==================== pixel_tx_sequencer
Figure 1. Clock wiring as the flow saved it (pixel_tx_sequencer).
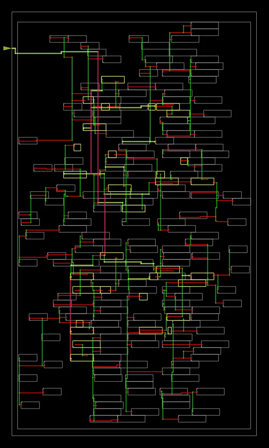

===== src/rtl/pixel_tx_sequencer.sv =====
// Pixel transmit sequencer: buffers processed pixels
// and hands them one by one to a UART transmitter.
module pixel_tx_sequencer #(
  parameter int NUM_PIX    = 10000,
  parameter int FIFO_DEPTH = 16
) (
  input  logic        clk,
  input  logic        reset,
  input  logic [7:0]  pix_in,
  input  logic        pix_valid,
  input  logic        tx_busy,
  output logic [7:0]  tx_data,
  output logic        tx_start,
  output logic        fifo_full,
  output logic        overflow,
  output logic [13:0] tx_count,
  output logic        frame_done
);

  localparam int AW = (FIFO_DEPTH > 1) ? $clog2(FIFO_DEPTH) : 1;
  localparam int CW = $clog2(FIFO_DEPTH + 1);
  localparam logic [CW-1:0] OCC_FULL = CW'(FIFO_DEPTH);
  localparam logic [13:0] CNT_LAST = 14'(NUM_PIX - 1);

  typedef enum logic [2:0] {
    S_IDLE,
    S_LOAD,
    S_START,
    S_WAIT_BUSY,
    S_WAIT_DONE
  } state_e;

  state_e state_q, state_d;

  logic [7:0]    mem_q [FIFO_DEPTH];
  logic [AW-1:0] wr_ptr_q, wr_ptr_d;
  logic [AW-1:0] rd_ptr_q, rd_ptr_d;
  logic [CW-1:0] occ_q, occ_d;
  logic [7:0]    tx_data_q, tx_data_d;
  logic          full_q, full_d;
  logic          ovf_q, ovf_d;
  logic [13:0]   cnt_q, cnt_d;
  logic          fd_q, fd_d;

  logic full_now;
  logic pop;
  logic push;
  logic done;

  // Handshake decode: pop only from IDLE; a pop frees room for a push
  always_comb begin
    full_now = (occ_q == OCC_FULL);
    pop      = (state_q == S_IDLE) && (occ_q != '0) && !tx_busy;
    push     = pix_valid && (!full_now || pop);
    done     = (state_q == S_WAIT_DONE) && !tx_busy;
  end

  // FIFO bookkeeping: pointers, occupancy, full and overflow flags
  always_comb begin
    wr_ptr_d = wr_ptr_q;
    rd_ptr_d = rd_ptr_q;
    occ_d    = occ_q;
    ovf_d    = ovf_q;
    if (push) begin
      wr_ptr_d = wr_ptr_q + AW'(1);
    end
    if (pop) begin
      rd_ptr_d = rd_ptr_q + AW'(1);
    end
    unique case ({push, pop})
      2'b10:   occ_d = occ_q + CW'(1);
      2'b01:   occ_d = occ_q - CW'(1);
      default: occ_d = occ_q;
    endcase
    if (pix_valid && !push) begin
      ovf_d = 1'b1;
    end
    full_d = (occ_d == OCC_FULL);
  end

  // Transmit FSM next state and held output byte
  always_comb begin
    state_d   = state_q;
    tx_data_d = tx_data_q;
    unique case (state_q)
      S_IDLE: begin
        if (pop) begin
          tx_data_d = mem_q[rd_ptr_q];
          state_d   = S_LOAD;
        end
      end
      S_LOAD:  state_d = S_START;
      S_START: state_d = S_WAIT_BUSY;
      S_WAIT_BUSY: begin
        if (tx_busy) begin
          state_d = S_WAIT_DONE;
        end
      end
      S_WAIT_DONE: begin
        if (!tx_busy) begin
          state_d = S_IDLE;
        end
      end
      default: state_d = S_IDLE;
    endcase
  end

  // Completed-pixel counter wraps at the frame size
  always_comb begin
    cnt_d = cnt_q;
    fd_d  = 1'b0;
    if (done) begin
      if (cnt_q == CNT_LAST) begin
        cnt_d = '0;
        fd_d  = 1'b1;
      end else begin
        cnt_d = cnt_q + 14'd1;
      end
    end
  end

  // State registers with synchronous reset
  always_ff @(posedge clk) begin
    if (reset) begin
      state_q   <= S_IDLE;
      wr_ptr_q  <= '0;
      rd_ptr_q  <= '0;
      occ_q     <= '0;
      tx_data_q <= '0;
      full_q    <= 1'b0;
      ovf_q     <= 1'b0;
      cnt_q     <= '0;
      fd_q      <= 1'b0;
    end else begin
      state_q   <= state_d;
      wr_ptr_q  <= wr_ptr_d;
      rd_ptr_q  <= rd_ptr_d;
      occ_q     <= occ_d;
      tx_data_q <= tx_data_d;
      full_q    <= full_d;
      ovf_q     <= ovf_d;
      cnt_q     <= cnt_d;
      fd_q      <= fd_d;
    end
  end

  // Pixel storage; contents need no reset
  always_ff @(posedge clk) begin
    if (push && !reset) begin
      mem_q[wr_ptr_q] <= pix_in;
    end
  end

  // Output mapping
  always_comb begin
    tx_data    = tx_data_q;
    tx_start   = (state_q == S_START);
    fifo_full  = full_q;
    overflow   = ovf_q;
    tx_count   = cnt_q;
    frame_done = fd_q;
  end

endmodule


===== config.mk =====
export PLATFORM = sky130hd
export DESIGN_NAME = pixel_tx_sequencer
export DESIGN_NICKNAME = d
export VERILOG_FILES = /design/src/rtl/pixel_tx_sequencer.sv
export SDC_FILE = /design/constraint.sdc
export NUM_CORES = 1
export LEC_CHECK = 0
export ABC_CLOCK_PERIOD_IN_PS = 7500
export CAP_MARGIN = 0
export CORE_AREA = 2 2 96 168
export DETAILED_ROUTE_END_ITERATION = 12
export DIE_AREA = 0 0 98 170
export GPL_TIMING_DRIVEN = 1
export PLACE_DENSITY_LB_ADDON = 0.15
export SETUP_SLACK_MARGIN = 0.2
export SLEW_MARGIN = 20
export SYNTH_ARGS = -nofsm -noshare
export SYNTH_HDL_FRONTEND = slang
export SYNTH_SLANG_ARGS = --single-unit

===== constraint.sdc =====
create_clock -name clk -period 7.5 [get_ports clk]
set_clock_uncertainty 0.05 [all_clocks]
set_input_delay 1.5 -clock clk [delete_from_list [all_inputs] [get_ports clk]]
set_output_delay 1.5 -clock clk [all_outputs]
set_load 0.01 [all_outputs]

==================== reg_file_initiator
## src/rtl/reg_file_initiator.sv

```systemverilog
// Register-file bus initiator: one command in flight, local address decode,
// credit-gated single-cycle request, ack timeout, one response per command.
module reg_file_initiator #(
  parameter int unsigned ADDR_W     = 32,
  parameter int unsigned DATA_W     = 32,
  parameter int unsigned ERR_W      = 8,
  parameter int unsigned NUM_REGS   = 8,
  parameter int unsigned BASE_ADDR  = 0,
  parameter int unsigned CREDIT_MAX = 2,
  parameter int unsigned TIMEOUT    = 16
) (
  input  logic              clk,
  input  logic              rst,
  input  logic              cmd_valid,
  output logic              cmd_ready,
  input  logic              cmd_wr,
  input  logic [ADDR_W-1:0] cmd_addr,
  input  logic [DATA_W-1:0] cmd_wdata,
  output logic              rsp_valid,
  input  logic              rsp_ready,
  output logic [DATA_W-1:0] rsp_rdata,
  output logic [ERR_W-1:0]  rsp_err,
  output logic              o_req,
  output logic              o_wr,
  output logic [ADDR_W-1:0] o_addr,
  output logic [DATA_W-1:0] o_wr_data,
  input  logic [DATA_W-1:0] i_rd_data,
  input  logic              i_ack,
  input  logic              i_credit,
  input  logic [ERR_W-1:0]  i_err
);

  localparam int unsigned CW = $clog2(CREDIT_MAX + 1);
  localparam int unsigned TW = $clog2(TIMEOUT + 1);
  localparam logic [ADDR_W:0]  ADDR_LO     = (ADDR_W+1)'(BASE_ADDR);
  localparam logic [ADDR_W:0]  ADDR_HI     = (ADDR_W+1)'(BASE_ADDR + 4 * NUM_REGS);
  localparam logic [CW-1:0]    CMAX        = CW'(CREDIT_MAX);
  localparam logic [TW-1:0]    TMAX        = TW'(TIMEOUT);
  localparam logic [ERR_W-1:0] ERR_DECODE  = ERR_W'(1);
  localparam logic [ERR_W-1:0] ERR_TIMEOUT = ERR_W'(2);

  typedef enum logic [1:0] {IDLE, ISSUE, WAIT, RESP} state_t;

  state_t          state;
  logic [CW-1:0]   credits;
  logic [TW-1:0]   timer;
  logic            dec_ok;
  logic            accept;
  logic            issue;

  always_comb begin
    dec_ok = (cmd_addr[1:0] == 2'b00) &&
             ({1'b0, cmd_addr} >= ADDR_LO) &&
             ({1'b0, cmd_addr} <  ADDR_HI);
    // Decode failures never need a credit, so they are always accepted in IDLE.
    cmd_ready = !rst && (state == IDLE) && (!dec_ok || (credits != '0));
    accept    = cmd_valid && cmd_ready;
    issue     = (state == ISSUE);
  end

  always_ff @(posedge clk) begin
    if (rst) begin
      state     <= IDLE;
      credits   <= CMAX;
      timer     <= '0;
      rsp_valid <= 1'b0;
      rsp_rdata <= '0;
      rsp_err   <= '0;
      o_req     <= 1'b0;
      o_wr      <= 1'b0;
      o_addr    <= '0;
      o_wr_data <= '0;
    end else begin
      // A return and a consume in the same cycle cancel, even at saturation.
      if (i_credit && !issue) begin
        if (credits != CMAX) credits <= credits + CW'(1);
      end else if (issue && !i_credit) begin
        credits <= credits - CW'(1);
      end

      case (state)
        IDLE: begin
          if (accept) begin
            if (dec_ok) begin
              o_req     <= 1'b1;
              o_wr      <= cmd_wr;
              o_addr    <= cmd_addr;
              o_wr_data <= cmd_wdata;
              state     <= ISSUE;
            end else begin
              rsp_valid <= 1'b1;
              rsp_rdata <= '0;
              rsp_err   <= ERR_DECODE;
              state     <= RESP;
            end
          end
        end
        ISSUE: begin
          o_req <= 1'b0;
          timer <= '0;
          state <= WAIT;
        end
        WAIT: begin
          if (i_ack) begin
            rsp_valid <= 1'b1;
            rsp_rdata <= (!o_wr && (i_err == '0)) ? i_rd_data : '0;
            rsp_err   <= i_err;
            state     <= RESP;
          end else if (timer == TMAX) begin
            rsp_valid <= 1'b1;
            rsp_rdata <= '0;
            rsp_err   <= ERR_TIMEOUT;
            state     <= RESP;
          end else begin
            timer <= timer + TW'(1);
          end
        end
        RESP: begin
          if (rsp_ready) begin
            rsp_valid <= 1'b0;
            state     <= IDLE;
          end
        end
        default: state <= IDLE;
      endcase
    end
  end

endmodule

```

## config.mk

```make
export PLATFORM = sky130hd
export DESIGN_NAME = reg_file_initiator
export DESIGN_NICKNAME = d
export VERILOG_FILES = /design/src/rtl/reg_file_initiator.sv
export SDC_FILE = /design/constraint.sdc
export NUM_CORES = 1
export LEC_CHECK = 0
export CORE_MARGIN = 1
export CORE_UTILIZATION = 44
export CTS_CLUSTER_DIAMETER = 200
export DETAILED_ROUTE_END_ITERATION = 10
export PLACE_DENSITY_LB_ADDON = 0.12
export SETUP_SLACK_MARGIN = 0.05
export SLEW_MARGIN = 20
export SYNTH_ARGS = -nofsm -noshare
export SYNTH_HDL_FRONTEND = slang
export SYNTH_SLANG_ARGS = --single-unit
export TNS_END_PERCENT = 10
```

## constraint.sdc

```tcl
create_clock -name clk -period 6.7 [get_ports clk]
set_clock_uncertainty 0.2 [all_clocks]
set_input_delay 1.34 -clock clk [delete_from_list [all_inputs] [get_ports clk]]
set_output_delay 1.34 -clock clk [all_outputs]
set_load 0.02 [all_outputs]
```

==================== alu_operand_file
--- config.mk ---
export PLATFORM = sky130hd
export DESIGN_NAME = alu_operand_file
export DESIGN_NICKNAME = d
export VERILOG_FILES = /design/src/rtl/alu_pkg.sv /design/src/rtl/alu_flag_reg.sv /design/src/rtl/alu_operand_file.sv
export SDC_FILE = /design/constraint.sdc
export NUM_CORES = 1
export LEC_CHECK = 0
export CORE_MARGIN = 8
export CORE_UTILIZATION = 45
export CTS_CLUSTER_DIAMETER = 200
export CTS_CLUSTER_SIZE = 40
export DETAILED_ROUTE_END_ITERATION = 7
export MAX_ROUTING_LAYER = met4
export PLACE_DENSITY_LB_ADDON = 0.15
export SYNTH_ARGS = -nofsm -noshare
export SYNTH_HDL_FRONTEND = slang
export SYNTH_SLANG_ARGS = --single-unit
--- constraint.sdc ---
create_clock -name clk -period 1.78 [get_ports clk]
set_input_delay 0.267 -clock clk [delete_from_list [all_inputs] [get_ports clk]]
set_output_delay 0.267 -clock clk [all_outputs]
set_load 0.02 [all_outputs]
--- src/rtl/alu_pkg.sv ---
// Shared constants and flag-update encodings for the ALU operand path.
package alu_pkg;

  localparam int WIDTH = 8;
  localparam int AW    = 3;
  localparam int NREGS = 1 << AW;

  typedef enum logic [1:0] {
    FLAG_HOLD  = 2'b00,
    FLAG_LOAD  = 2'b01,
    FLAG_CLR_C = 2'b10,
    FLAG_SET_C = 2'b11
  } flag_op_t;

endpackage

--- src/rtl/alu_flag_reg.sv ---
// Carry/zero status register with flag_op decode; carry feeds back to ALU carry_in.
module alu_flag_reg
  import alu_pkg::*;
(
  input  logic       clk,
  input  logic       rst_n,
  input  logic       en,
  input  logic [1:0] flag_op,
  input  logic       alu_zero,
  input  logic       alu_carry,
  output logic       carry_flag,
  output logic       zero_flag
);

  flag_op_t op;
  logic     carry_reg, carry_next;
  logic     zero_reg, zero_next;

  assign op = flag_op_t'(flag_op);

  always_comb begin
    carry_next = carry_reg;
    zero_next  = zero_reg;
    if (en) begin
      unique case (op)
        FLAG_HOLD:  ;
        FLAG_LOAD:  begin
          carry_next = alu_carry;
          zero_next  = alu_zero;
        end
        FLAG_CLR_C: carry_next = 1'b0;
        FLAG_SET_C: carry_next = 1'b1;
        default:    ;
      endcase
    end
  end

  always_ff @(posedge clk or negedge rst_n) begin
    if (!rst_n) begin
      carry_reg <= 1'b0;
      zero_reg  <= 1'b0;
    end else begin
      carry_reg <= carry_next;
      zero_reg  <= zero_next;
    end
  end

  assign carry_flag = carry_reg;
  assign zero_flag  = zero_reg;

endmodule

--- src/rtl/alu_operand_file.sv ---
// Register file (r0 hardwired to zero) with two combinational read ports and
// one write port, plus the carry/zero flag register in front of the ALU.
module alu_operand_file #(
  parameter int WIDTH = alu_pkg::WIDTH,
  parameter int NREGS = alu_pkg::NREGS,
  parameter int AW    = alu_pkg::AW
) (
  input  logic             clk,
  input  logic             rst_n,
  input  logic [AW-1:0]    ra_addr,
  input  logic [AW-1:0]    rb_addr,
  output logic [WIDTH-1:0] a_data,
  output logic [WIDTH-1:0] b_data,
  input  logic             wr_en,
  input  logic [AW-1:0]    wr_addr,
  input  logic [WIDTH-1:0] wr_data,
  input  logic [1:0]       flag_op,
  input  logic             alu_zero,
  input  logic             alu_carry,
  output logic             carry_flag,
  output logic             zero_flag
);

  import alu_pkg::*;

  // Stays low through the first edge after reset release so that any write or
  // flag update landing on that edge is dropped regardless of edge ordering.
  logic run_reg;

  always_ff @(posedge clk or negedge rst_n) begin
    if (!rst_n) run_reg <= 1'b0;
    else        run_reg <= 1'b1;
  end

  logic [NREGS-1:0][WIDTH-1:0] rf;

  genvar gi;
  generate
    for (gi = 0; gi < NREGS; gi++) begin : g_reg
      if (gi == 0) begin : g_zero
        assign rf[gi] = '0;
      end else begin : g_store
        logic [WIDTH-1:0] r_reg;
        always_ff @(posedge clk or negedge rst_n) begin
          if (!rst_n)
            r_reg <= '0;
          else if (run_reg && wr_en && (wr_addr == AW'(gi)))
            r_reg <= wr_data;
        end
        assign rf[gi] = r_reg;
      end
    end
  endgenerate

  // No bypass: wr_data comes from the ALU, which is fed by these ports.
  assign a_data = rf[ra_addr];
  assign b_data = rf[rb_addr];

  alu_flag_reg u_flags (
    .clk        (clk),
    .rst_n      (rst_n),
    .en         (run_reg),
    .flag_op    (flag_op),
    .alu_zero   (alu_zero),
    .alu_carry  (alu_carry),
    .carry_flag (carry_flag),
    .zero_flag  (zero_flag)
  );

endmodule

==================== mem_req_seq
[src/rtl/mem_req_seq.sv]
`default_nettype none
// =============================================================================
// mem_req_seq : ez8 data-memory request sequencer (READ/WRITE/INC/BITOP,
//               optional pointer-indirect addressing with post-increment)
// Revision    : 1.0
// =============================================================================
module mem_req_seq #(
    parameter logic [7:0] INDIRECT_BASE = 8'h04
) (
    input  logic       clk,
    input  logic       reset,
    input  logic       req_valid,
    output logic       req_ready,
    input  logic [1:0] req_op,
    input  logic [7:0] req_addr,
    input  logic       req_indirect,
    input  logic       req_postinc,
    input  logic [7:0] req_wdata,
    input  logic [2:0] req_bit,
    output logic       resp_valid,
    output logic [7:0] resp_data,
    output logic       resp_z,
    output logic [7:0] readaddr,
    input  logic [7:0] readdata,
    output logic [7:0] writeaddr,
    output logic [7:0] writedata,
    output logic       write_en
);

    localparam logic [1:0] c_OP_READ  = 2'b00;
    localparam logic [1:0] c_OP_WRITE = 2'b01;
    localparam logic [1:0] c_OP_INC   = 2'b10;

    typedef enum logic [2:0] {
        S_IDLE   = 3'd0,
        S_PTR    = 3'd1,
        S_PTRCAP = 3'd2,
        S_ISSUE  = 3'd3,
        S_CAP    = 3'd4,
        S_WB     = 3'd5,
        S_RESP   = 3'd6
    } state_t;

    state_t     r_state;
    logic [1:0] r_op;
    logic [1:0] r_sel;
    logic       r_postinc;
    logic [7:0] r_wdata;
    logic [2:0] r_bit;
    logic [7:0] r_ea;
    logic [7:0] r_result;
    logic       r_resp_valid;
    logic [7:0] r_resp_data;
    logic       r_resp_z;

    logic [7:0] w_ptr_addr;
    logic [7:0] w_rd_inc;
    logic [7:0] w_bit_result;

    assign w_ptr_addr = INDIRECT_BASE + {6'd0, r_sel};
    assign w_rd_inc   = readdata + 8'd1;

    always_comb begin
        w_bit_result        = readdata;
        w_bit_result[r_bit] = r_wdata[0];
    end

    assign req_ready  = (r_state == S_IDLE) && !reset;
    assign resp_valid = r_resp_valid;
    assign resp_data  = r_resp_data;
    assign resp_z     = r_resp_z;

    always_ff @(posedge clk) begin
        if (reset) begin
            r_state      <= S_IDLE;
            r_op         <= 2'd0;
            r_sel        <= 2'd0;
            r_postinc    <= 1'b0;
            r_wdata      <= 8'd0;
            r_bit        <= 3'd0;
            r_ea         <= 8'd0;
            r_result     <= 8'd0;
            r_resp_valid <= 1'b0;
            r_resp_data  <= 8'd0;
            r_resp_z     <= 1'b0;
        end else begin
            r_resp_valid <= 1'b0;
            case (r_state)
                S_IDLE: begin
                    if (req_valid) begin
                        r_op      <= req_op;
                        r_sel     <= req_addr[1:0];
                        r_postinc <= req_postinc;
                        r_wdata   <= req_wdata;
                        r_bit     <= req_bit;
                        r_ea      <= req_addr;
                        r_state   <= req_indirect ? S_PTR : S_ISSUE;
                    end
                end
                S_PTR:    r_state <= S_PTRCAP;
                S_PTRCAP: begin
                    r_ea    <= readdata;
                    r_state <= S_ISSUE;
                end
                S_ISSUE: begin
                    if (r_op == c_OP_WRITE) begin
                        r_resp_data  <= r_wdata;
                        r_resp_z     <= (r_wdata == 8'd0);
                        r_resp_valid <= 1'b1;
                        r_state      <= S_RESP;
                    end else begin
                        r_state <= S_CAP;
                    end
                end
                S_CAP: begin
                    if (r_op == c_OP_READ) begin
                        r_resp_data  <= readdata;
                        r_resp_z     <= (readdata == 8'd0);
                        r_resp_valid <= 1'b1;
                        r_state      <= S_RESP;
                    end else begin
                        r_result <= (r_op == c_OP_INC) ? w_rd_inc : w_bit_result;
                        r_state  <= S_WB;
                    end
                end
                S_WB: begin
                    r_resp_data  <= r_result;
                    r_resp_z     <= (r_result == 8'd0);
                    r_resp_valid <= 1'b1;
                    r_state      <= S_RESP;
                end
                S_RESP:   r_state <= S_IDLE;
                default:  r_state <= S_IDLE;
            endcase
        end
    end

    // Bus drive follows the current state; PTRCAP forwards readdata+1 in the same cycle.
    always_comb begin
        readaddr  = 8'd0;
        writeaddr = 8'd0;
        writedata = 8'd0;
        write_en  = 1'b0;
        case (r_state)
            S_PTR: readaddr = w_ptr_addr;
            S_PTRCAP: begin
                if (r_postinc) begin
                    write_en  = 1'b1;
                    writeaddr = w_ptr_addr;
                    writedata = w_rd_inc;
                end
            end
            S_ISSUE: begin
                if (r_op == c_OP_WRITE) begin
                    write_en  = 1'b1;
                    writeaddr = r_ea;
                    writedata = r_wdata;
                end else begin
                    readaddr = r_ea;
                end
            end
            S_WB: begin
                write_en  = 1'b1;
                writeaddr = r_ea;
                writedata = r_result;
            end
            default: ;
        endcase
        if (reset) write_en = 1'b0;
    end

endmodule
`default_nettype wire

[config.mk]
export PLATFORM = sky130hd
export DESIGN_NAME = mem_req_seq
export DESIGN_NICKNAME = d
export VERILOG_FILES = /design/src/rtl/mem_req_seq.sv
export SDC_FILE = /design/constraint.sdc
export NUM_CORES = 1
export LEC_CHECK = 0
export ABC_AREA = 1
export CAP_MARGIN = 25
export CORE_ASPECT_RATIO = 0.7
export CORE_MARGIN = 2
export CORE_UTILIZATION = 50
export DETAILED_ROUTE_END_ITERATION = 7
export MAX_ROUTING_LAYER = met4
export PLACE_DENSITY_LB_ADDON = 0.12
export RECOVER_POWER = 50
export SYNTH_ARGS = -nofsm -noshare
export SYNTH_HDL_FRONTEND = slang
export SYNTH_SLANG_ARGS = --single-unit
[constraint.sdc]
create_clock -name clk -period 2.04 [get_ports clk]
set_input_delay 0.204 -clock clk [delete_from_list [all_inputs] [get_ports clk]]
set_output_delay 0.204 -clock clk [all_outputs]
set_load 0.005 [all_outputs]
Figure 2. Wire density map (alu_operand_file).
The bar under the picture is 20 µm long. 20 x 20 tiles, from white (low) to dark blue (high), scaled to the fullest tile. Values are wire area over tile area, all layers added.
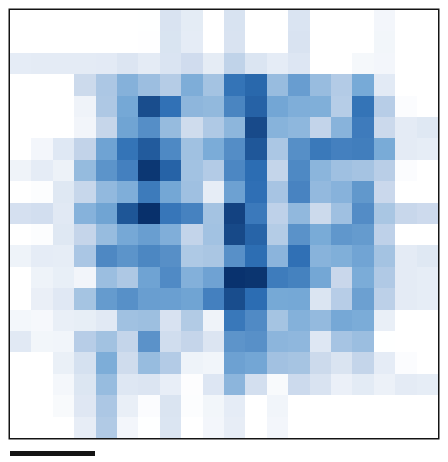
22% of the tiles are over half the peak. The densest ninth of the die: center. The fullest tile reaches 0.48. 24% of the tiles are nearly empty.

==> impl_metrics.ini, alu_operand_file <==
; implementation run metrics
[timing]
setup_viol = 6
layout_setup_ws_ns = -0.0332

[synthesis]
synth_stat.cells = 247
yosys_warnings = 0
synth.most_common_cell = mux2_2
synthSimpleGateAreaFrac_pct = 5.59

[setup_path]
path_depth = 4
cp-startpoint = g_reg[1].g_store.r_reg[6]$_DFFE_PN0P_
startpoint_type = register
cp_data_required_time_ns = 1.51

[floorplanning]
dieArea_um2 = 10100

[cells_and_area]
nNonClkBuffers = 87
finalNetCount = 350

[cts]
numCtsBuffers = 9

[drt]
dr.pass1.iters = 4
highest_layer = met4
wl_met3_um = 280

[run_status]
status = finished, violations left
violations = negative setup slack

[place]
dp_cells = 403

[power]
internal_power_mw = 3.24
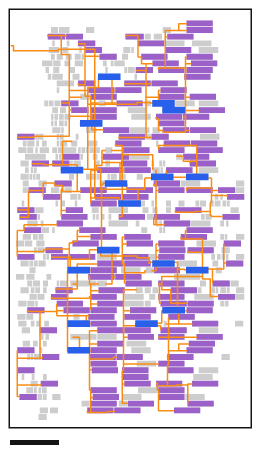
Figure 3: pixel_tx_sequencer, routed clock nets over the placement.
The bar under the picture is 20 µm long.
Purple stands for flip-flops, count 169. Orange stands for clock wires, length 1900 µm. Blue stands for clock-net drivers, count 17.
There are 18 routed clock nets.
Clk power: 0.906 mW
Latency at later pin: 0.42 ns
clock power share: 37.5%

Figure 4. Wire density map (pixel_tx_sequencer).
The bar under the picture is 20 µm long. 20 x 34 tiles, from white (low) to dark blue (high), scaled to the fullest tile. Values are wire area over tile area, all layers added.
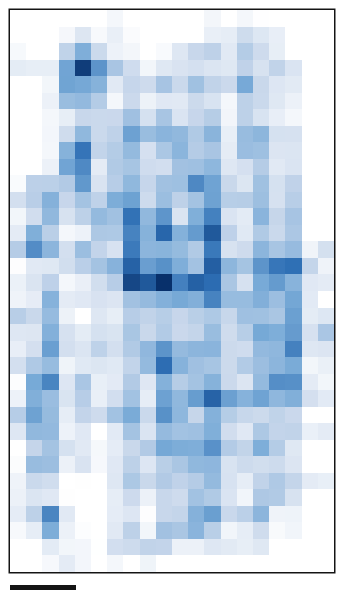
The emptiest ninth of the die: north-east. The fullest tile reaches 0.55. The densest ninth of the die: center. 18% of the tiles are nearly empty. 9.6% of the tiles are over half the peak. The mean over all tiles is 0.13.

Notes on Figure 1 above:
# clk buffers: 18
flip-flops: 169
TritonCTS Buffers: 17
clock sink count: 169

==> impl_metrics.ini, pixel_tx_sequencer <==
; implementation run metrics
[setup_path]
worstSetupPathType = in -> reg
cp-startpoint = tx_busy
r2r_setup_slack_ns = 4.65
startpoint_type = input port
slowest_delay_ns = 0.57

[global_route]
grt-ovfl-total = 0
antenna_found_initial = 0
grt_start_max_net_pins = 36
globalRouteMet3Util_pct = 3.20
grt.total_usage_pct = 18.0

[hold_path]
hold_end = rd_ptr_q[1]$_SDFFE_PP0N_
hold_depth = 2

[timing]
tightest_slew_ns = 1.01
finalSetupTns_ns = 0

[flow_run]
cap_viol_max_count = 0

[cells_and_area]
comb_cells = 238
fin_cells = 672

[synthesis]
ys_ff = 169
edf_count = 128
ys_types = 46
ys_sh_adder_pct = 1.95
avgSynthCellArea_um2 = 15.7
synth-main-ff-cell = edfxtp_1

[drt]
viasPerCell = 5.56

[floorplanning]
dieHeight_um = 170

[cts]
cts-root-buf = clkbuf_16
tritoncts = done

[run_status]
status = complete, no violations

[place]
placed_cell_area_um2 = 7340

[power]
powerDensity_nw_per_um2 = 304
Figure 5. Wire density map (mem_req_seq).
The bar under the picture is 20 µm long. 18 x 13 tiles, from white (low) to dark blue (high), scaled to the fullest tile. Values are wire area over tile area, all layers added.
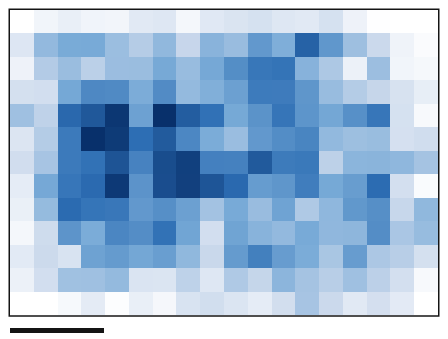
39% of the tiles are over half the peak. The fullest tile reaches 0.52. The emptiest ninth of the die: north-east. The mean over all tiles is 0.22. 3.4% of the tiles are nearly empty. The densest ninth of the die: center.

==> impl_metrics.ini, mem_req_seq <==
; implementation run metrics
[power]
p_comb_share_pct = 31.7
clkPwrFrac_pct = 24.7
comb-power_mw = 0.764

[place]
dpl.hpwl_um = 5790

[cts]
numCtsBuffers = 5
worstSkewPairLatency_ns = 0.31
tritoncts = done

[floorplanning]
fp.dieW_um = 90.7
dieHeight_um = 64.7
pin_count = 70

[setup_path]
cp-startpoint = r_state[2]$_SDFFE_PP0P_
cpLargestDelayFamily = buffers and inverters
crit_top_cell = nand2_1

[cells_and_area]
num-nonclk-inverters = 48
nonClkBufAreaFrac_pct = 25.9
final_common_cell = nand2_1
finalNetCount = 530

[synthesis]
synthAoiAreaFrac_pct = 21.8
ys_ff = 45
edf_count = 0

[global_route]
grt-ovfl-total = 0

[drt]
highest_layer = met4
wl_met2_um = 3570

[run_status]
status = complete, no violations

[timing]
slew_headroom_pct = 31.1
tightest_slew_ns = 1.03
Figure 6. Metal 3 (reg_file_initiator).
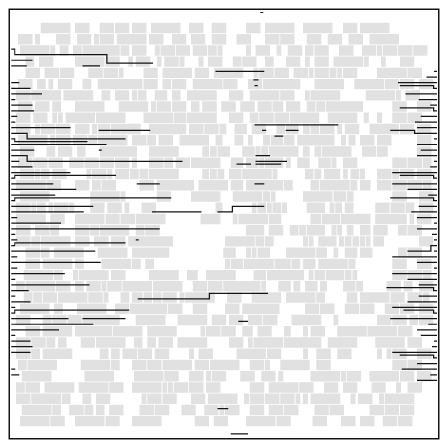
The layer holds 8.8% of the routed length. The longest straight run is 37.7 µm. The layer carries 1080 µm of wire. 121 nets have wire on it.
final wirelength: 12200 µm
Via Count: 4048

Figure 7. Wire density map (reg_file_initiator).
The bar under the picture is 20 µm long. 21 x 21 tiles, from white (low) to dark blue (high), scaled to the fullest tile. Values are wire area over tile area, all layers added.
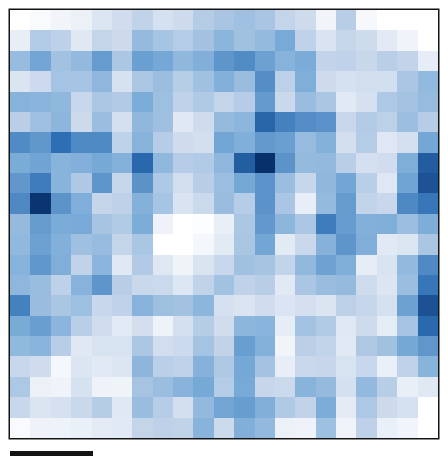
The mean over all tiles is 0.19. The densest ninth of the die: west. The fullest tile reaches 0.55. 16% of the tiles are over half the peak. 2.5% of the tiles are nearly empty.

==> impl_metrics.ini, reg_file_initiator <==
; implementation run metrics
[setup_path]
r2r_start = state[0]$_SDFFE_PP0P_
worstSetupPathType = in -> out

[power]
pg_seq_mw = 0.725
clkPwrFrac_pct = 45.2
p_clk_mw = 0.861

[cells_and_area]
final_common_cell = clkdlybuf4s50_1
largest_cell_class = sequential cells
comb_share_pct = 28.1
flop-count = 116
comb_area_um2 = 2060
drive_above_1_share_pct = 6.28

[global_route]
grt_pass1_vias = 4295

[synthesis]
synth-main-ff-cell = dfxtp_1
ys_ff = 116

[hold_path]
hp-start = o_addr[10]$_SDFFE_PP0P_

[cts]
worstSkewPairLatency_ns = 0.51

[run_status]
status = complete, no violations

[place]
dpl.hpwl_um = 8560

[floorplanning]
fp.dieW_um = 104
pin_count = 219

==================== ps2_scancode_parser
File: config.mk
export PLATFORM = sky130hd
export DESIGN_NAME = ps2_scancode_parser
export DESIGN_NICKNAME = d
export VERILOG_FILES = /design/src/rtl/ps2_kbd_pkg.sv /design/src/rtl/ps2_seq_timer.sv /design/src/rtl/ps2_scancode_parser.sv
export SDC_FILE = /design/constraint.sdc
export NUM_CORES = 1
export LEC_CHECK = 0
export CAP_MARGIN = 20
export CORE_AREA = 2 2 95 97
export CTS_BUF_LIST = sky130_fd_sc_hd__clkbuf_8
export DETAILED_ROUTE_END_ITERATION = 8
export DIE_AREA = 0 0 97 99
export HOLD_SLACK_MARGIN = 0.08
export SKIP_LAST_GASP = 1
export SLEW_MARGIN = 30
export SYNTH_ARGS = -nofsm -noshare
export SYNTH_HDL_FRONTEND = slang
export SYNTH_SLANG_ARGS = --single-unit
File: constraint.sdc
create_clock -name clk -period 2.7 [get_ports clk]
set_input_delay 0.27 -clock clk [delete_from_list [all_inputs] [get_ports clk]]
set_output_delay 0.27 -clock clk [all_outputs]
set_load 0.03 [all_outputs]
File: src/rtl/ps2_kbd_pkg.sv
// Shared definitions for the PS/2 Set-2 scan-code parser: parser states,
// prefix / control byte values, modifier codes and modifier bit positions.
package ps2_kbd_pkg;

  typedef enum logic [2:0] {
    ST_IDLE,
    ST_EXT,
    ST_BRK,
    ST_EXT_BRK,
    ST_PAUSE
  } state_t;

  // Sequence prefixes
  localparam logic [7:0] PFX_E0 = 8'hE0;
  localparam logic [7:0] PFX_E1 = 8'hE1;
  localparam logic [7:0] PFX_F0 = 8'hF0;

  // Keyboard control / status bytes
  localparam logic [7:0] CTL_ACK    = 8'hFA;
  localparam logic [7:0] CTL_BAT_OK = 8'hAA;
  localparam logic [7:0] CTL_ECHO   = 8'hEE;
  localparam logic [7:0] CTL_RESEND = 8'hFE;
  localparam logic [7:0] CTL_ERR0   = 8'h00;
  localparam logic [7:0] CTL_ERR1   = 8'hFF;

  // Pause: E1 plus seven more bytes; the count holds bytes seen so far
  localparam logic [7:0] PAUSE_CODE = 8'h77;
  localparam logic [2:0] PAUSE_LAST = 3'd7;

  // Modifier scan codes (meaning depends on the E0 prefix)
  localparam logic [7:0] MC_SHIFT_L = 8'h12;
  localparam logic [7:0] MC_SHIFT_R = 8'h59;
  localparam logic [7:0] MC_CTRL    = 8'h14;
  localparam logic [7:0] MC_ALT     = 8'h11;
  localparam logic [7:0] MC_GUI_L   = 8'h1F;
  localparam logic [7:0] MC_GUI_R   = 8'h27;

  // Bit positions in the modifiers vector
  localparam logic [2:0] MB_LSHIFT = 3'd0;
  localparam logic [2:0] MB_RSHIFT = 3'd1;
  localparam logic [2:0] MB_LCTRL  = 3'd2;
  localparam logic [2:0] MB_RCTRL  = 3'd3;
  localparam logic [2:0] MB_LALT   = 3'd4;
  localparam logic [2:0] MB_RALT   = 3'd5;
  localparam logic [2:0] MB_LGUI   = 3'd6;
  localparam logic [2:0] MB_RGUI   = 3'd7;

  function automatic logic is_ctl(input logic [7:0] b);
    return (b == CTL_ACK) || (b == CTL_BAT_OK) || (b == CTL_ECHO) ||
           (b == CTL_RESEND) || (b == CTL_ERR0) || (b == CTL_ERR1);
  endfunction

  // Returns {hit, bit_index} for a final code and its E0 flag
  function automatic logic [3:0] mod_lookup(input logic [7:0] code, input logic ext);
    logic [3:0] r;
    r = 4'b0000;
    if (!ext) begin
      case (code)
        MC_SHIFT_L: r = {1'b1, MB_LSHIFT};
        MC_SHIFT_R: r = {1'b1, MB_RSHIFT};
        MC_CTRL:    r = {1'b1, MB_LCTRL};
        MC_ALT:     r = {1'b1, MB_LALT};
        default:    r = 4'b0000;
      endcase
    end else begin
      case (code)
        MC_CTRL:  r = {1'b1, MB_RCTRL};
        MC_ALT:   r = {1'b1, MB_RALT};
        MC_GUI_L: r = {1'b1, MB_LGUI};
        MC_GUI_R: r = {1'b1, MB_RGUI};
        default:  r = 4'b0000;
      endcase
    end
    return r;
  endfunction

endpackage

File: src/rtl/ps2_seq_timer.sv
// Sequence watchdog: up-counter cleared on every received byte, running only
// while enabled, with a one-cycle expired pulse on its last count.
module ps2_seq_timer #(
  parameter int TIMEOUT_CYCLES = 2500000,
  parameter int TMR_W          = 22
) (
  input  logic clk,
  input  logic rst_n,
  input  logic clr,
  input  logic en,
  output logic expired
);

  logic [TMR_W-1:0] count_reg;

  // A byte arriving on the final count wins over the timeout
  assign expired = en && !clr && (count_reg == TMR_W'(TIMEOUT_CYCLES - 1));

  // Count idle cycles; restart from zero on clear, disable or expiry
  always_ff @(posedge clk or negedge rst_n) begin
    if (!rst_n) begin
      count_reg <= '0;
    end else if (clr || !en || expired) begin
      count_reg <= '0;
    end else begin
      count_reg <= count_reg + 1'b1;
    end
  end

endmodule

File: src/rtl/ps2_scancode_parser.sv
// Folds Set-2 byte sequences (E0 / F0 / E1 prefixes) into single key events,
// tracks modifier keys, and separates keyboard control bytes onto a strobe.
module ps2_scancode_parser
  import ps2_kbd_pkg::*;
#(
  parameter int TIMEOUT_CYCLES = 2500000,
  parameter int TMR_W          = 22
) (
  input  logic       clk,
  input  logic       rst_n,
  input  logic       code_valid,
  input  logic [7:0] code_data,
  output logic       evt_valid,
  input  logic       evt_ready,
  output logic [7:0] evt_code,
  output logic       evt_ext,
  output logic       evt_rel,
  output logic       evt_pause,
  output logic [7:0] modifiers,
  output logic       ctl_valid,
  output logic [7:0] ctl_code,
  output logic       overflow,
  input  logic       ovf_clr,
  output logic       seq_err
);

  state_t     state_reg, state_next;
  logic [2:0] pcnt_reg, pcnt_next;
  logic       tmr_expired;

  logic       gen, gen_ext, gen_rel, gen_pause, ctl_hit, err;
  logic [7:0] gen_code;
  logic [3:0] mod_hit;

  logic in_ext, in_brk, bad_prefix, is_prefix;

  assign in_ext    = (state_reg == ST_EXT) || (state_reg == ST_EXT_BRK);
  assign in_brk    = (state_reg == ST_BRK) || (state_reg == ST_EXT_BRK);
  assign is_prefix = (code_data == PFX_E0) || (code_data == PFX_E1) || (code_data == PFX_F0);
  // E0/E1 are only legal first; F0 may not repeat
  assign bad_prefix = (state_reg != ST_IDLE) && (state_reg != ST_PAUSE) &&
                      ((code_data == PFX_E0) || (code_data == PFX_E1) ||
                       ((code_data == PFX_F0) && in_brk));

  ps2_seq_timer #(
    .TIMEOUT_CYCLES(TIMEOUT_CYCLES),
    .TMR_W         (TMR_W)
  ) u_timer (
    .clk    (clk),
    .rst_n  (rst_n),
    .clr    (code_valid),
    .en     (state_reg != ST_IDLE),
    .expired(tmr_expired)
  );

  // State register and pause byte counter
  always_ff @(posedge clk or negedge rst_n) begin
    if (!rst_n) begin
      state_reg <= ST_IDLE;
      pcnt_reg  <= '0;
    end else begin
      state_reg <= state_next;
      pcnt_reg  <= pcnt_next;
    end
  end

  // Next-state decode and event/control/error generation for the current byte
  always_comb begin
    state_next = state_reg;
    pcnt_next  = pcnt_reg;
    gen        = 1'b0;
    gen_code   = code_data;
    gen_ext    = 1'b0;
    gen_rel    = 1'b0;
    gen_pause  = 1'b0;
    ctl_hit    = 1'b0;
    err        = 1'b0;
    if (code_valid) begin
      if (state_reg == ST_PAUSE) begin
        // Pause body bytes are counted, never inspected
        if (pcnt_reg == PAUSE_LAST) begin
          gen        = 1'b1;
          gen_code   = PAUSE_CODE;
          gen_pause  = 1'b1;
          state_next = ST_IDLE;
          pcnt_next  = '0;
        end else begin
          pcnt_next = pcnt_reg + 3'd1;
        end
      end else if ((state_reg == ST_IDLE) || bad_prefix) begin
        // A misplaced prefix restarts the sequence as though seen in IDLE
        err        = bad_prefix;
        state_next = ST_IDLE;
        if (code_data == PFX_E0) begin
          state_next = ST_EXT;
        end else if (code_data == PFX_F0) begin
          state_next = ST_BRK;
        end else if (code_data == PFX_E1) begin
          state_next = ST_PAUSE;
          pcnt_next  = 3'd1;
        end else if (is_ctl(code_data)) begin
          ctl_hit = 1'b1;
        end else begin
          gen = 1'b1;
        end
      end else if (code_data == PFX_F0) begin
        state_next = ST_EXT_BRK;
      end else if (is_ctl(code_data)) begin
        err        = 1'b1;
        ctl_hit    = 1'b1;
        state_next = ST_IDLE;
      end else begin
        state_next = ST_IDLE;
        // E0 12 / E0 59 are the keyboard's fake shifts: swallow them
        if (!(in_ext && ((code_data == MC_SHIFT_L) || (code_data == MC_SHIFT_R)))) begin
          gen     = !is_prefix;
          gen_ext = in_ext;
          gen_rel = in_brk;
        end
      end
    end else if (tmr_expired) begin
      state_next = ST_IDLE;
      pcnt_next  = '0;
      err        = 1'b1;
    end
  end

  assign mod_hit = mod_lookup(gen_code, gen_ext);

  // Control strobe, error pulse and live modifier state
  always_ff @(posedge clk or negedge rst_n) begin
    if (!rst_n) begin
      ctl_valid <= 1'b0;
      ctl_code  <= '0;
      seq_err   <= 1'b0;
      modifiers <= '0;
    end else begin
      ctl_valid <= ctl_hit;
      seq_err   <= err;
      if (ctl_hit) begin
        ctl_code <= code_data;
      end
      if (gen && !gen_pause && mod_hit[3]) begin
        modifiers[mod_hit[2:0]] <= !gen_rel;
      end
    end
  end

  // Single-entry event register with drop-on-full and sticky overflow
  always_ff @(posedge clk or negedge rst_n) begin
    if (!rst_n) begin
      evt_valid <= 1'b0;
      evt_code  <= '0;
      evt_ext   <= 1'b0;
      evt_rel   <= 1'b0;
      evt_pause <= 1'b0;
      overflow  <= 1'b0;
    end else begin
      if (gen && (!evt_valid || evt_ready)) begin
        evt_valid <= 1'b1;
        evt_code  <= gen_code;
        evt_ext   <= gen_ext;
        evt_rel   <= gen_rel;
        evt_pause <= gen_pause;
      end else if (evt_ready) begin
        evt_valid <= 1'b0;
      end
      if (gen && evt_valid && !evt_ready) begin
        overflow <= 1'b1;
      end else if (ovf_clr) begin
        overflow <= 1'b0;
      end
    end
  end

endmodule

==================== flit_rx_assembler_flat
### src/rtl/flit_rx_assembler_if.sv
// Signal bundle between the byte link receiver, flit_rx_assembler and the router core.
// Handshake: a flit transfers on any rising edge with flit_valid && flit_ready; flit_out holds while flit_valid is high and no transfer occurs; rx_valid has no backpressure.
interface flit_rx_assembler_if #(
    parameter int BYTES_PER_FLIT = 8,
    parameter int FIFO_DEPTH     = 4
);
    localparam int FW = 8 * BYTES_PER_FLIT;
    localparam int CW = $clog2(FIFO_DEPTH + 1);

    logic [7:0]    rx_data;
    logic          rx_valid;
    logic [FW-1:0] flit_out;
    logic          flit_valid;
    logic          flit_ready;
    logic [CW-1:0] fifo_count;
    logic          checksum_err;
    logic          overflow_err;
    logic          timeout_err;

    modport master (
        output rx_data, rx_valid, flit_ready,
        input  flit_out, flit_valid, fifo_count, checksum_err, overflow_err, timeout_err
    );

    modport slave (
        input  rx_data, rx_valid, flit_ready,
        output flit_out, flit_valid, fifo_count, checksum_err, overflow_err, timeout_err
    );
endinterface

### src/rtl/flit_rx_assembler.sv
// Assembles received bytes into checksummed flits and queues good ones for the router.
// Bad, overflowed and timed-out flits are dropped with a one-cycle error pulse.
module flit_rx_assembler #(
    parameter int BYTES_PER_FLIT = 8,
    parameter int FIFO_DEPTH     = 4,
    parameter int TIMEOUT_CYCLES = 1024
) (
    input  logic                 clk,
    input  logic                 rst,
    flit_rx_assembler_if.slave   bus_io,
    output logic                 dbg_state_o
);
    localparam int FW = 8 * BYTES_PER_FLIT;
    localparam int CW = $clog2(FIFO_DEPTH + 1);
    localparam int PW = $clog2(FIFO_DEPTH);
    localparam int BW = $clog2(BYTES_PER_FLIT);
    localparam int TW = $clog2(TIMEOUT_CYCLES + 1);

    typedef enum logic {
        IDLE     = 1'b0,
        ASSEMBLE = 1'b1
    } state_e;

    state_e        state_q;
    logic [BW-1:0] cnt_q;
    logic [7:0]    sum_q;
    logic [TW-1:0] tmo_q;
    // Holds every byte except the last; the checksum byte goes straight into the FIFO word.
    logic [FW-9:0] hold_q;
    logic          chk_err_q;
    logic          ovf_err_q;
    logic          tmo_err_q;

    logic [FW-1:0] mem_q [FIFO_DEPTH];
    logic [PW-1:0] wr_ptr_q, wr_ptr_d;
    logic [PW-1:0] rd_ptr_q, rd_ptr_d;
    logic [CW-1:0] count_q, count_d;

    logic          last_byte;
    logic [7:0]    sum_final;
    logic          flit_good;
    logic          pop;
    logic          room;
    logic          push;
    logic          tmo_fire;
    logic [FW-1:0] push_word;

    always_comb begin
        last_byte = (state_q == ASSEMBLE) && bus_io.rx_valid &&
                    (cnt_q == BW'(BYTES_PER_FLIT - 1));
        sum_final = sum_q + bus_io.rx_data;
        flit_good = (sum_final == 8'h00);
        pop       = (count_q != '0) && bus_io.flit_ready;
        // A full FIFO still has room when its head leaves on the same edge.
        room      = (count_q != CW'(FIFO_DEPTH)) || pop;
        push      = last_byte && flit_good && room;
        tmo_fire  = (state_q == ASSEMBLE) && !bus_io.rx_valid &&
                    (tmo_q == TW'(TIMEOUT_CYCLES - 1));
        push_word = {hold_q, bus_io.rx_data};
    end

    always_ff @(posedge clk or posedge rst) begin
        if (rst) begin
            state_q   <= IDLE;
            cnt_q     <= '0;
            sum_q     <= 8'h00;
            tmo_q     <= '0;
            hold_q    <= '0;
            chk_err_q <= 1'b0;
            ovf_err_q <= 1'b0;
            tmo_err_q <= 1'b0;
        end else begin
            chk_err_q <= last_byte && !flit_good;
            ovf_err_q <= last_byte && flit_good && !room;
            tmo_err_q <= tmo_fire;
            case (state_q)
                IDLE: begin
                    if (bus_io.rx_valid) begin
                        hold_q[FW-9 -: 8] <= bus_io.rx_data;
                        sum_q             <= bus_io.rx_data;
                        cnt_q             <= BW'(1);
                        tmo_q             <= '0;
                        state_q           <= ASSEMBLE;
                    end
                end
                ASSEMBLE: begin
                    if (bus_io.rx_valid) begin
                        for (int i = 0; i < BYTES_PER_FLIT - 1; i++) begin
                            if (cnt_q == BW'(i)) begin
                                hold_q[(BYTES_PER_FLIT - 2 - i) * 8 +: 8] <= bus_io.rx_data;
                            end
                        end
                        sum_q <= sum_final;
                        tmo_q <= '0;
                        if (last_byte) begin
                            cnt_q   <= '0;
                            state_q <= IDLE;
                        end else begin
                            cnt_q <= cnt_q + BW'(1);
                        end
                    end else if (tmo_fire) begin
                        cnt_q   <= '0;
                        sum_q   <= 8'h00;
                        tmo_q   <= '0;
                        state_q <= IDLE;
                    end else begin
                        tmo_q <= tmo_q + TW'(1);
                    end
                end
                default: begin
                    state_q <= IDLE;
                end
            endcase
        end
    end

    always_comb begin
        wr_ptr_d = wr_ptr_q;
        rd_ptr_d = rd_ptr_q;
        count_d  = count_q;
        if (push) begin
            wr_ptr_d = wr_ptr_q + PW'(1);
        end
        if (pop) begin
            rd_ptr_d = rd_ptr_q + PW'(1);
        end
        case ({push, pop})
            2'b10:   count_d = count_q + CW'(1);
            2'b01:   count_d = count_q - CW'(1);
            default: count_d = count_q;
        endcase
    end

    always_ff @(posedge clk or posedge rst) begin
        if (rst) begin
            wr_ptr_q <= '0;
            rd_ptr_q <= '0;
            count_q  <= '0;
        end else begin
            wr_ptr_q <= wr_ptr_d;
            rd_ptr_q <= rd_ptr_d;
            count_q  <= count_d;
        end
    end

    // Storage is not reset; the output mux below hides stale entries while empty.
    always_ff @(posedge clk) begin
        if (push) begin
            mem_q[wr_ptr_q] <= push_word;
        end
    end

    assign bus_io.flit_valid   = (count_q != '0);
    assign bus_io.flit_out     = (count_q != '0) ? mem_q[rd_ptr_q] : '0;
    assign bus_io.fifo_count   = count_q;
    assign bus_io.checksum_err = chk_err_q;
    assign bus_io.overflow_err = ovf_err_q;
    assign bus_io.timeout_err  = tmo_err_q;
    assign dbg_state_o         = state_q;

endmodule

### src/flat_wrapper.sv
// flat-port wrapper written by rule: the top's interface ports become plain ports
module flit_rx_assembler_flat 
#(
    parameter int BYTES_PER_FLIT = 8,
    parameter int FIFO_DEPTH     = 4,
    parameter int TIMEOUT_CYCLES = 1024
)
  (clk, rst, dbg_state_o, bus_io_rx_data, bus_io_rx_valid, bus_io_flit_ready, bus_io_flit_out, bus_io_flit_valid, bus_io_fifo_count, bus_io_checksum_err, bus_io_overflow_err, bus_io_timeout_err);
  flit_rx_assembler_if #(.BYTES_PER_FLIT(BYTES_PER_FLIT), .FIFO_DEPTH(FIFO_DEPTH)) bus_io_i ();
  input  logic clk;
  input  logic rst;
  output logic dbg_state_o;
  input wire logic [$bits(bus_io_i.rx_data)-1:0] bus_io_rx_data;
  input wire logic [$bits(bus_io_i.rx_valid)-1:0] bus_io_rx_valid;
  input wire logic [$bits(bus_io_i.flit_ready)-1:0] bus_io_flit_ready;
  output wire logic [$bits(bus_io_i.flit_out)-1:0] bus_io_flit_out;
  output wire logic [$bits(bus_io_i.flit_valid)-1:0] bus_io_flit_valid;
  output wire logic [$bits(bus_io_i.fifo_count)-1:0] bus_io_fifo_count;
  output wire logic [$bits(bus_io_i.checksum_err)-1:0] bus_io_checksum_err;
  output wire logic [$bits(bus_io_i.overflow_err)-1:0] bus_io_overflow_err;
  output wire logic [$bits(bus_io_i.timeout_err)-1:0] bus_io_timeout_err;
  assign bus_io_i.rx_data = bus_io_rx_data;
  assign bus_io_i.rx_valid = bus_io_rx_valid;
  assign bus_io_i.flit_ready = bus_io_flit_ready;
  assign bus_io_flit_out = bus_io_i.flit_out;
  assign bus_io_flit_valid = bus_io_i.flit_valid;
  assign bus_io_fifo_count = bus_io_i.fifo_count;
  assign bus_io_checksum_err = bus_io_i.checksum_err;
  assign bus_io_overflow_err = bus_io_i.overflow_err;
  assign bus_io_timeout_err = bus_io_i.timeout_err;
  flit_rx_assembler #(.BYTES_PER_FLIT(BYTES_PER_FLIT), .FIFO_DEPTH(FIFO_DEPTH), .TIMEOUT_CYCLES(TIMEOUT_CYCLES)) u_core (.clk(clk), .rst(rst), .bus_io(bus_io_i), .dbg_state_o(dbg_state_o));
endmodule
### config.mk
export PLATFORM = sky130hd
export DESIGN_NAME = flit_rx_assembler_flat
export DESIGN_NICKNAME = d
export VERILOG_FILES = /design/src/rtl/flit_rx_assembler_if.sv /design/src/rtl/flit_rx_assembler.sv /design/src/flat_wrapper.sv
export SDC_FILE = /design/constraint.sdc
export NUM_CORES = 1
export LEC_CHECK = 0
export CORE_AREA = 2 2 174 176
export CTS_BUF_LIST = sky130_fd_sc_hd__clkbuf_4 sky130_fd_sc_hd__clkbuf_8
export CTS_CLUSTER_SIZE = 12
export DETAILED_ROUTE_END_ITERATION = 6
export DIE_AREA = 0 0 176 178
export PLACE_DENSITY_LB_ADDON = 0.2
export SYNTH_ARGS = -nofsm -noshare
export SYNTH_HDL_FRONTEND = slang
export SYNTH_SLANG_ARGS = --single-unit
### constraint.sdc
create_clock -name clk -period 8.95 [get_ports clk]
set_clock_uncertainty 0.05 [all_clocks]
set_input_delay 0.895 -clock clk [delete_from_list [all_inputs] [get_ports clk]]
set_output_delay 0.895 -clock clk [all_outputs]
set_load 0.05 [all_outputs]
Figure 8. Routed clock nets over the placement (ps2_scancode_parser).
The bar under the picture is 20 µm long.
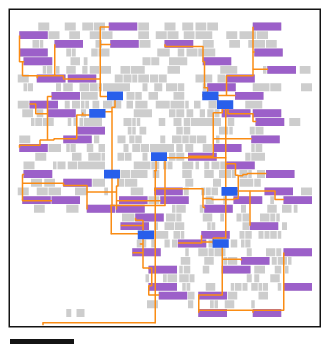
Orange stands for clock wires, length 849 µm. Blue stands for clock-net drivers, count 9. Purple stands for flip-flops, count 59.
Position of the flops: spread over the die.

==> impl_metrics.ini, ps2_scancode_parser <==
; implementation run metrics
[cts]
postCtsSetupBuffers = 0
ctsHoldBuffers = 0

[run_status]
status = complete, no violations

[global_route]
globalRouteMet2Util_pct = 24.3
grt_use_met1_pct = 25.4
grt-ovfl-total = 0

[setup_path]
cp-startpoint = code_data[0]
cp_data_arrival_time_ns = 2.53

[cells_and_area]
seq_area_share_pct = 36.0
largest_cell_class = combinational gates
nNonClkBuffers = 61

[floorplanning]
fp.coreArea_um2 = 8550

[power]
p_comb_share_pct = 27.9
sw_frac_of_total_pct = 32.8

[place]
place_ws_ns = 0.0719

[drt]
wl_per_cell_um = 15.5
vias = 2618

[timing]
rsz0062_at_grt = no

[synthesis]
postSynthCellCount = 325
synthSimpleGateAreaFrac_pct = 24.8
synth.most_common_cell = dfrtp_1

[hold_path]
hp-class = in -> async
Figure 9. Zoomed window (flit_rx_assembler_flat).
Window x 68 to 108, y 69 to 109 µm. Cells in gray, sequential cells in the stronger gray; small squares are vias.
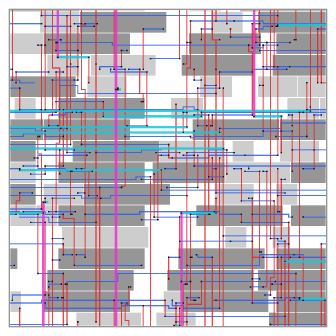
Blue stands for M1. Magenta stands for M4. Red stands for M2. Cyan stands for M3.
Most frequent: edfxtp_1 (23), clkbuf_8 (8). Sequential cells in the window: 28. 55 logic cells have their middle in the window. Netlist names of flops here include u_core.mem_q (23), u_core.hold_q (5).

Figure 10. Routed clock nets over the placement (flit_rx_assembler_flat).
The bar under the picture is 50 µm long.
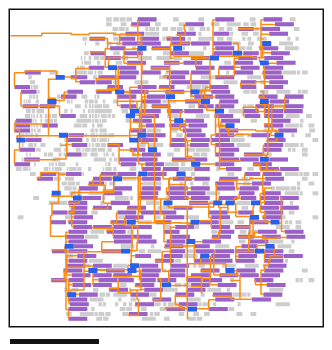
Blue stands for clock-net drivers, count 53. Orange stands for clock wires, length 3940 µm. Purple stands for flip-flops, count 345.
There are 54 routed clock nets.
clock power share: 24.3%
Clk power: 1.38 mW
Latency at later pin: 0.58 ns

==> impl_metrics.ini, flit_rx_assembler_flat <==
; implementation run metrics
[synthesis]
yosys-top-cells-count = edfxtp_1, dfrtp_1, and2_1
edf_count = 256
ys_sh_adder_pct = 2.02
synth_stat.cells = 736
yosys_warnings = 0
synthXorXnorAreaFrac_pct = 1.15

[hold_path]
hp-start = u_core.rd_ptr_q[1]$_DFFE_PP0P_
hold_end = u_core.rd_ptr_q[1]$_DFFE_PP0P_
hold_depth = 1

[floorplanning]
pin_count = 84
fp.dieW_um = 176

[power]
comb-power_mw = 2.10

[cts]
tritoncts = done

[timing]
holdWs_ns = 0.424
rsz0062_at_grt = no
setup_viol = 0
min_period_ns = 5.30

[setup_path]
cp_data_arrival_time_ns = 5.45
slowest_stage = and2_2
r2r_cells = 9
r2r_start = u_core.sum_q[0]$_DFFE_PP0P_

[drt]
wl_met1_um = 11300
drtAntennaViolNets = 0
wirelength_um = 27400

[global_route]
globalRouteMet3Util_pct = 3.28
globalRouteMet2Util_pct = 31.4
grt-ovfl-total = 0
grt-busiest-layer = met2

[run_status]
status = complete, no violations

==> notes/layouts.md <==
Pictures saved along the way, in no particular order.

Metal 3.
shot_01.png
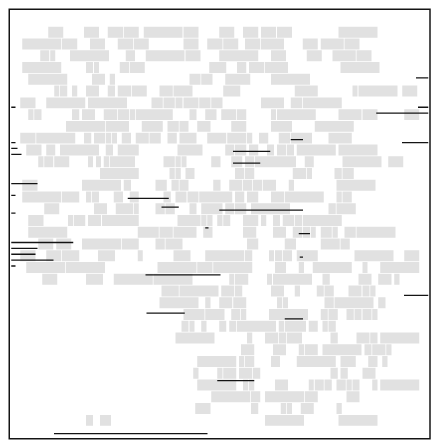
shot_02.png
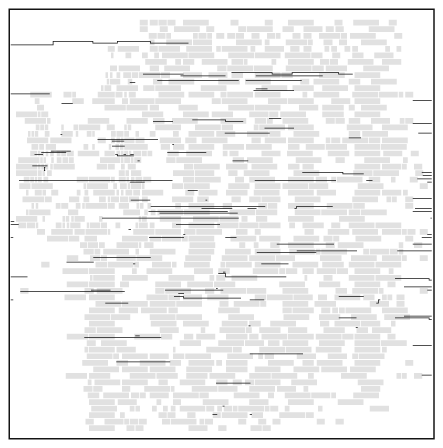
- flit_rx_assembler_flat = shot_02.png
- ps2_scancode_parser = shot_01.png



==> screenshots <==
Metal 3.
(a)
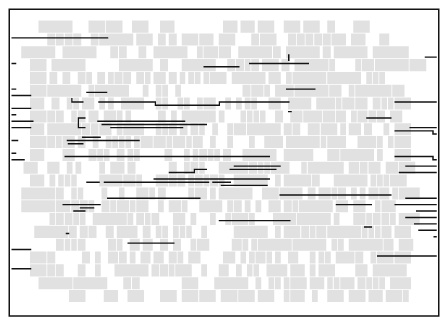
(b)
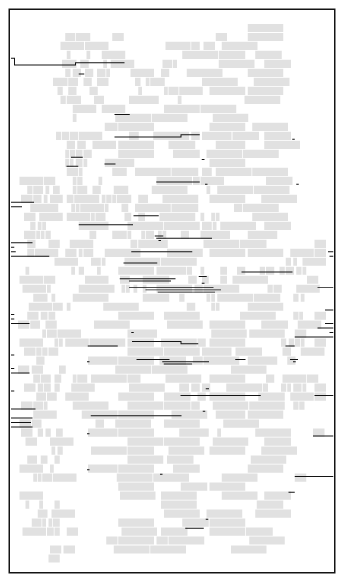
(c)
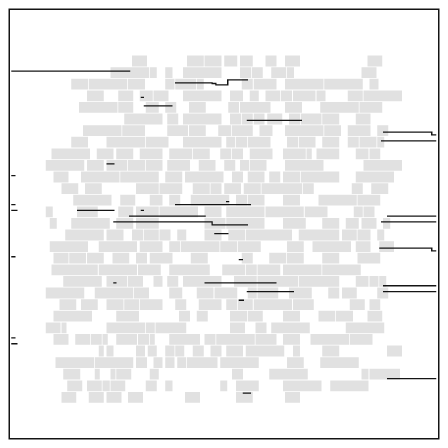
pixel_tx_sequencer is (b).
alu_operand_file is (c).
mem_req_seq is (a).

Key to (c):
22 nets have wire on it. The layer holds 3.2% of the routed length.

Power is estimated from default activity; no workload was simulated.
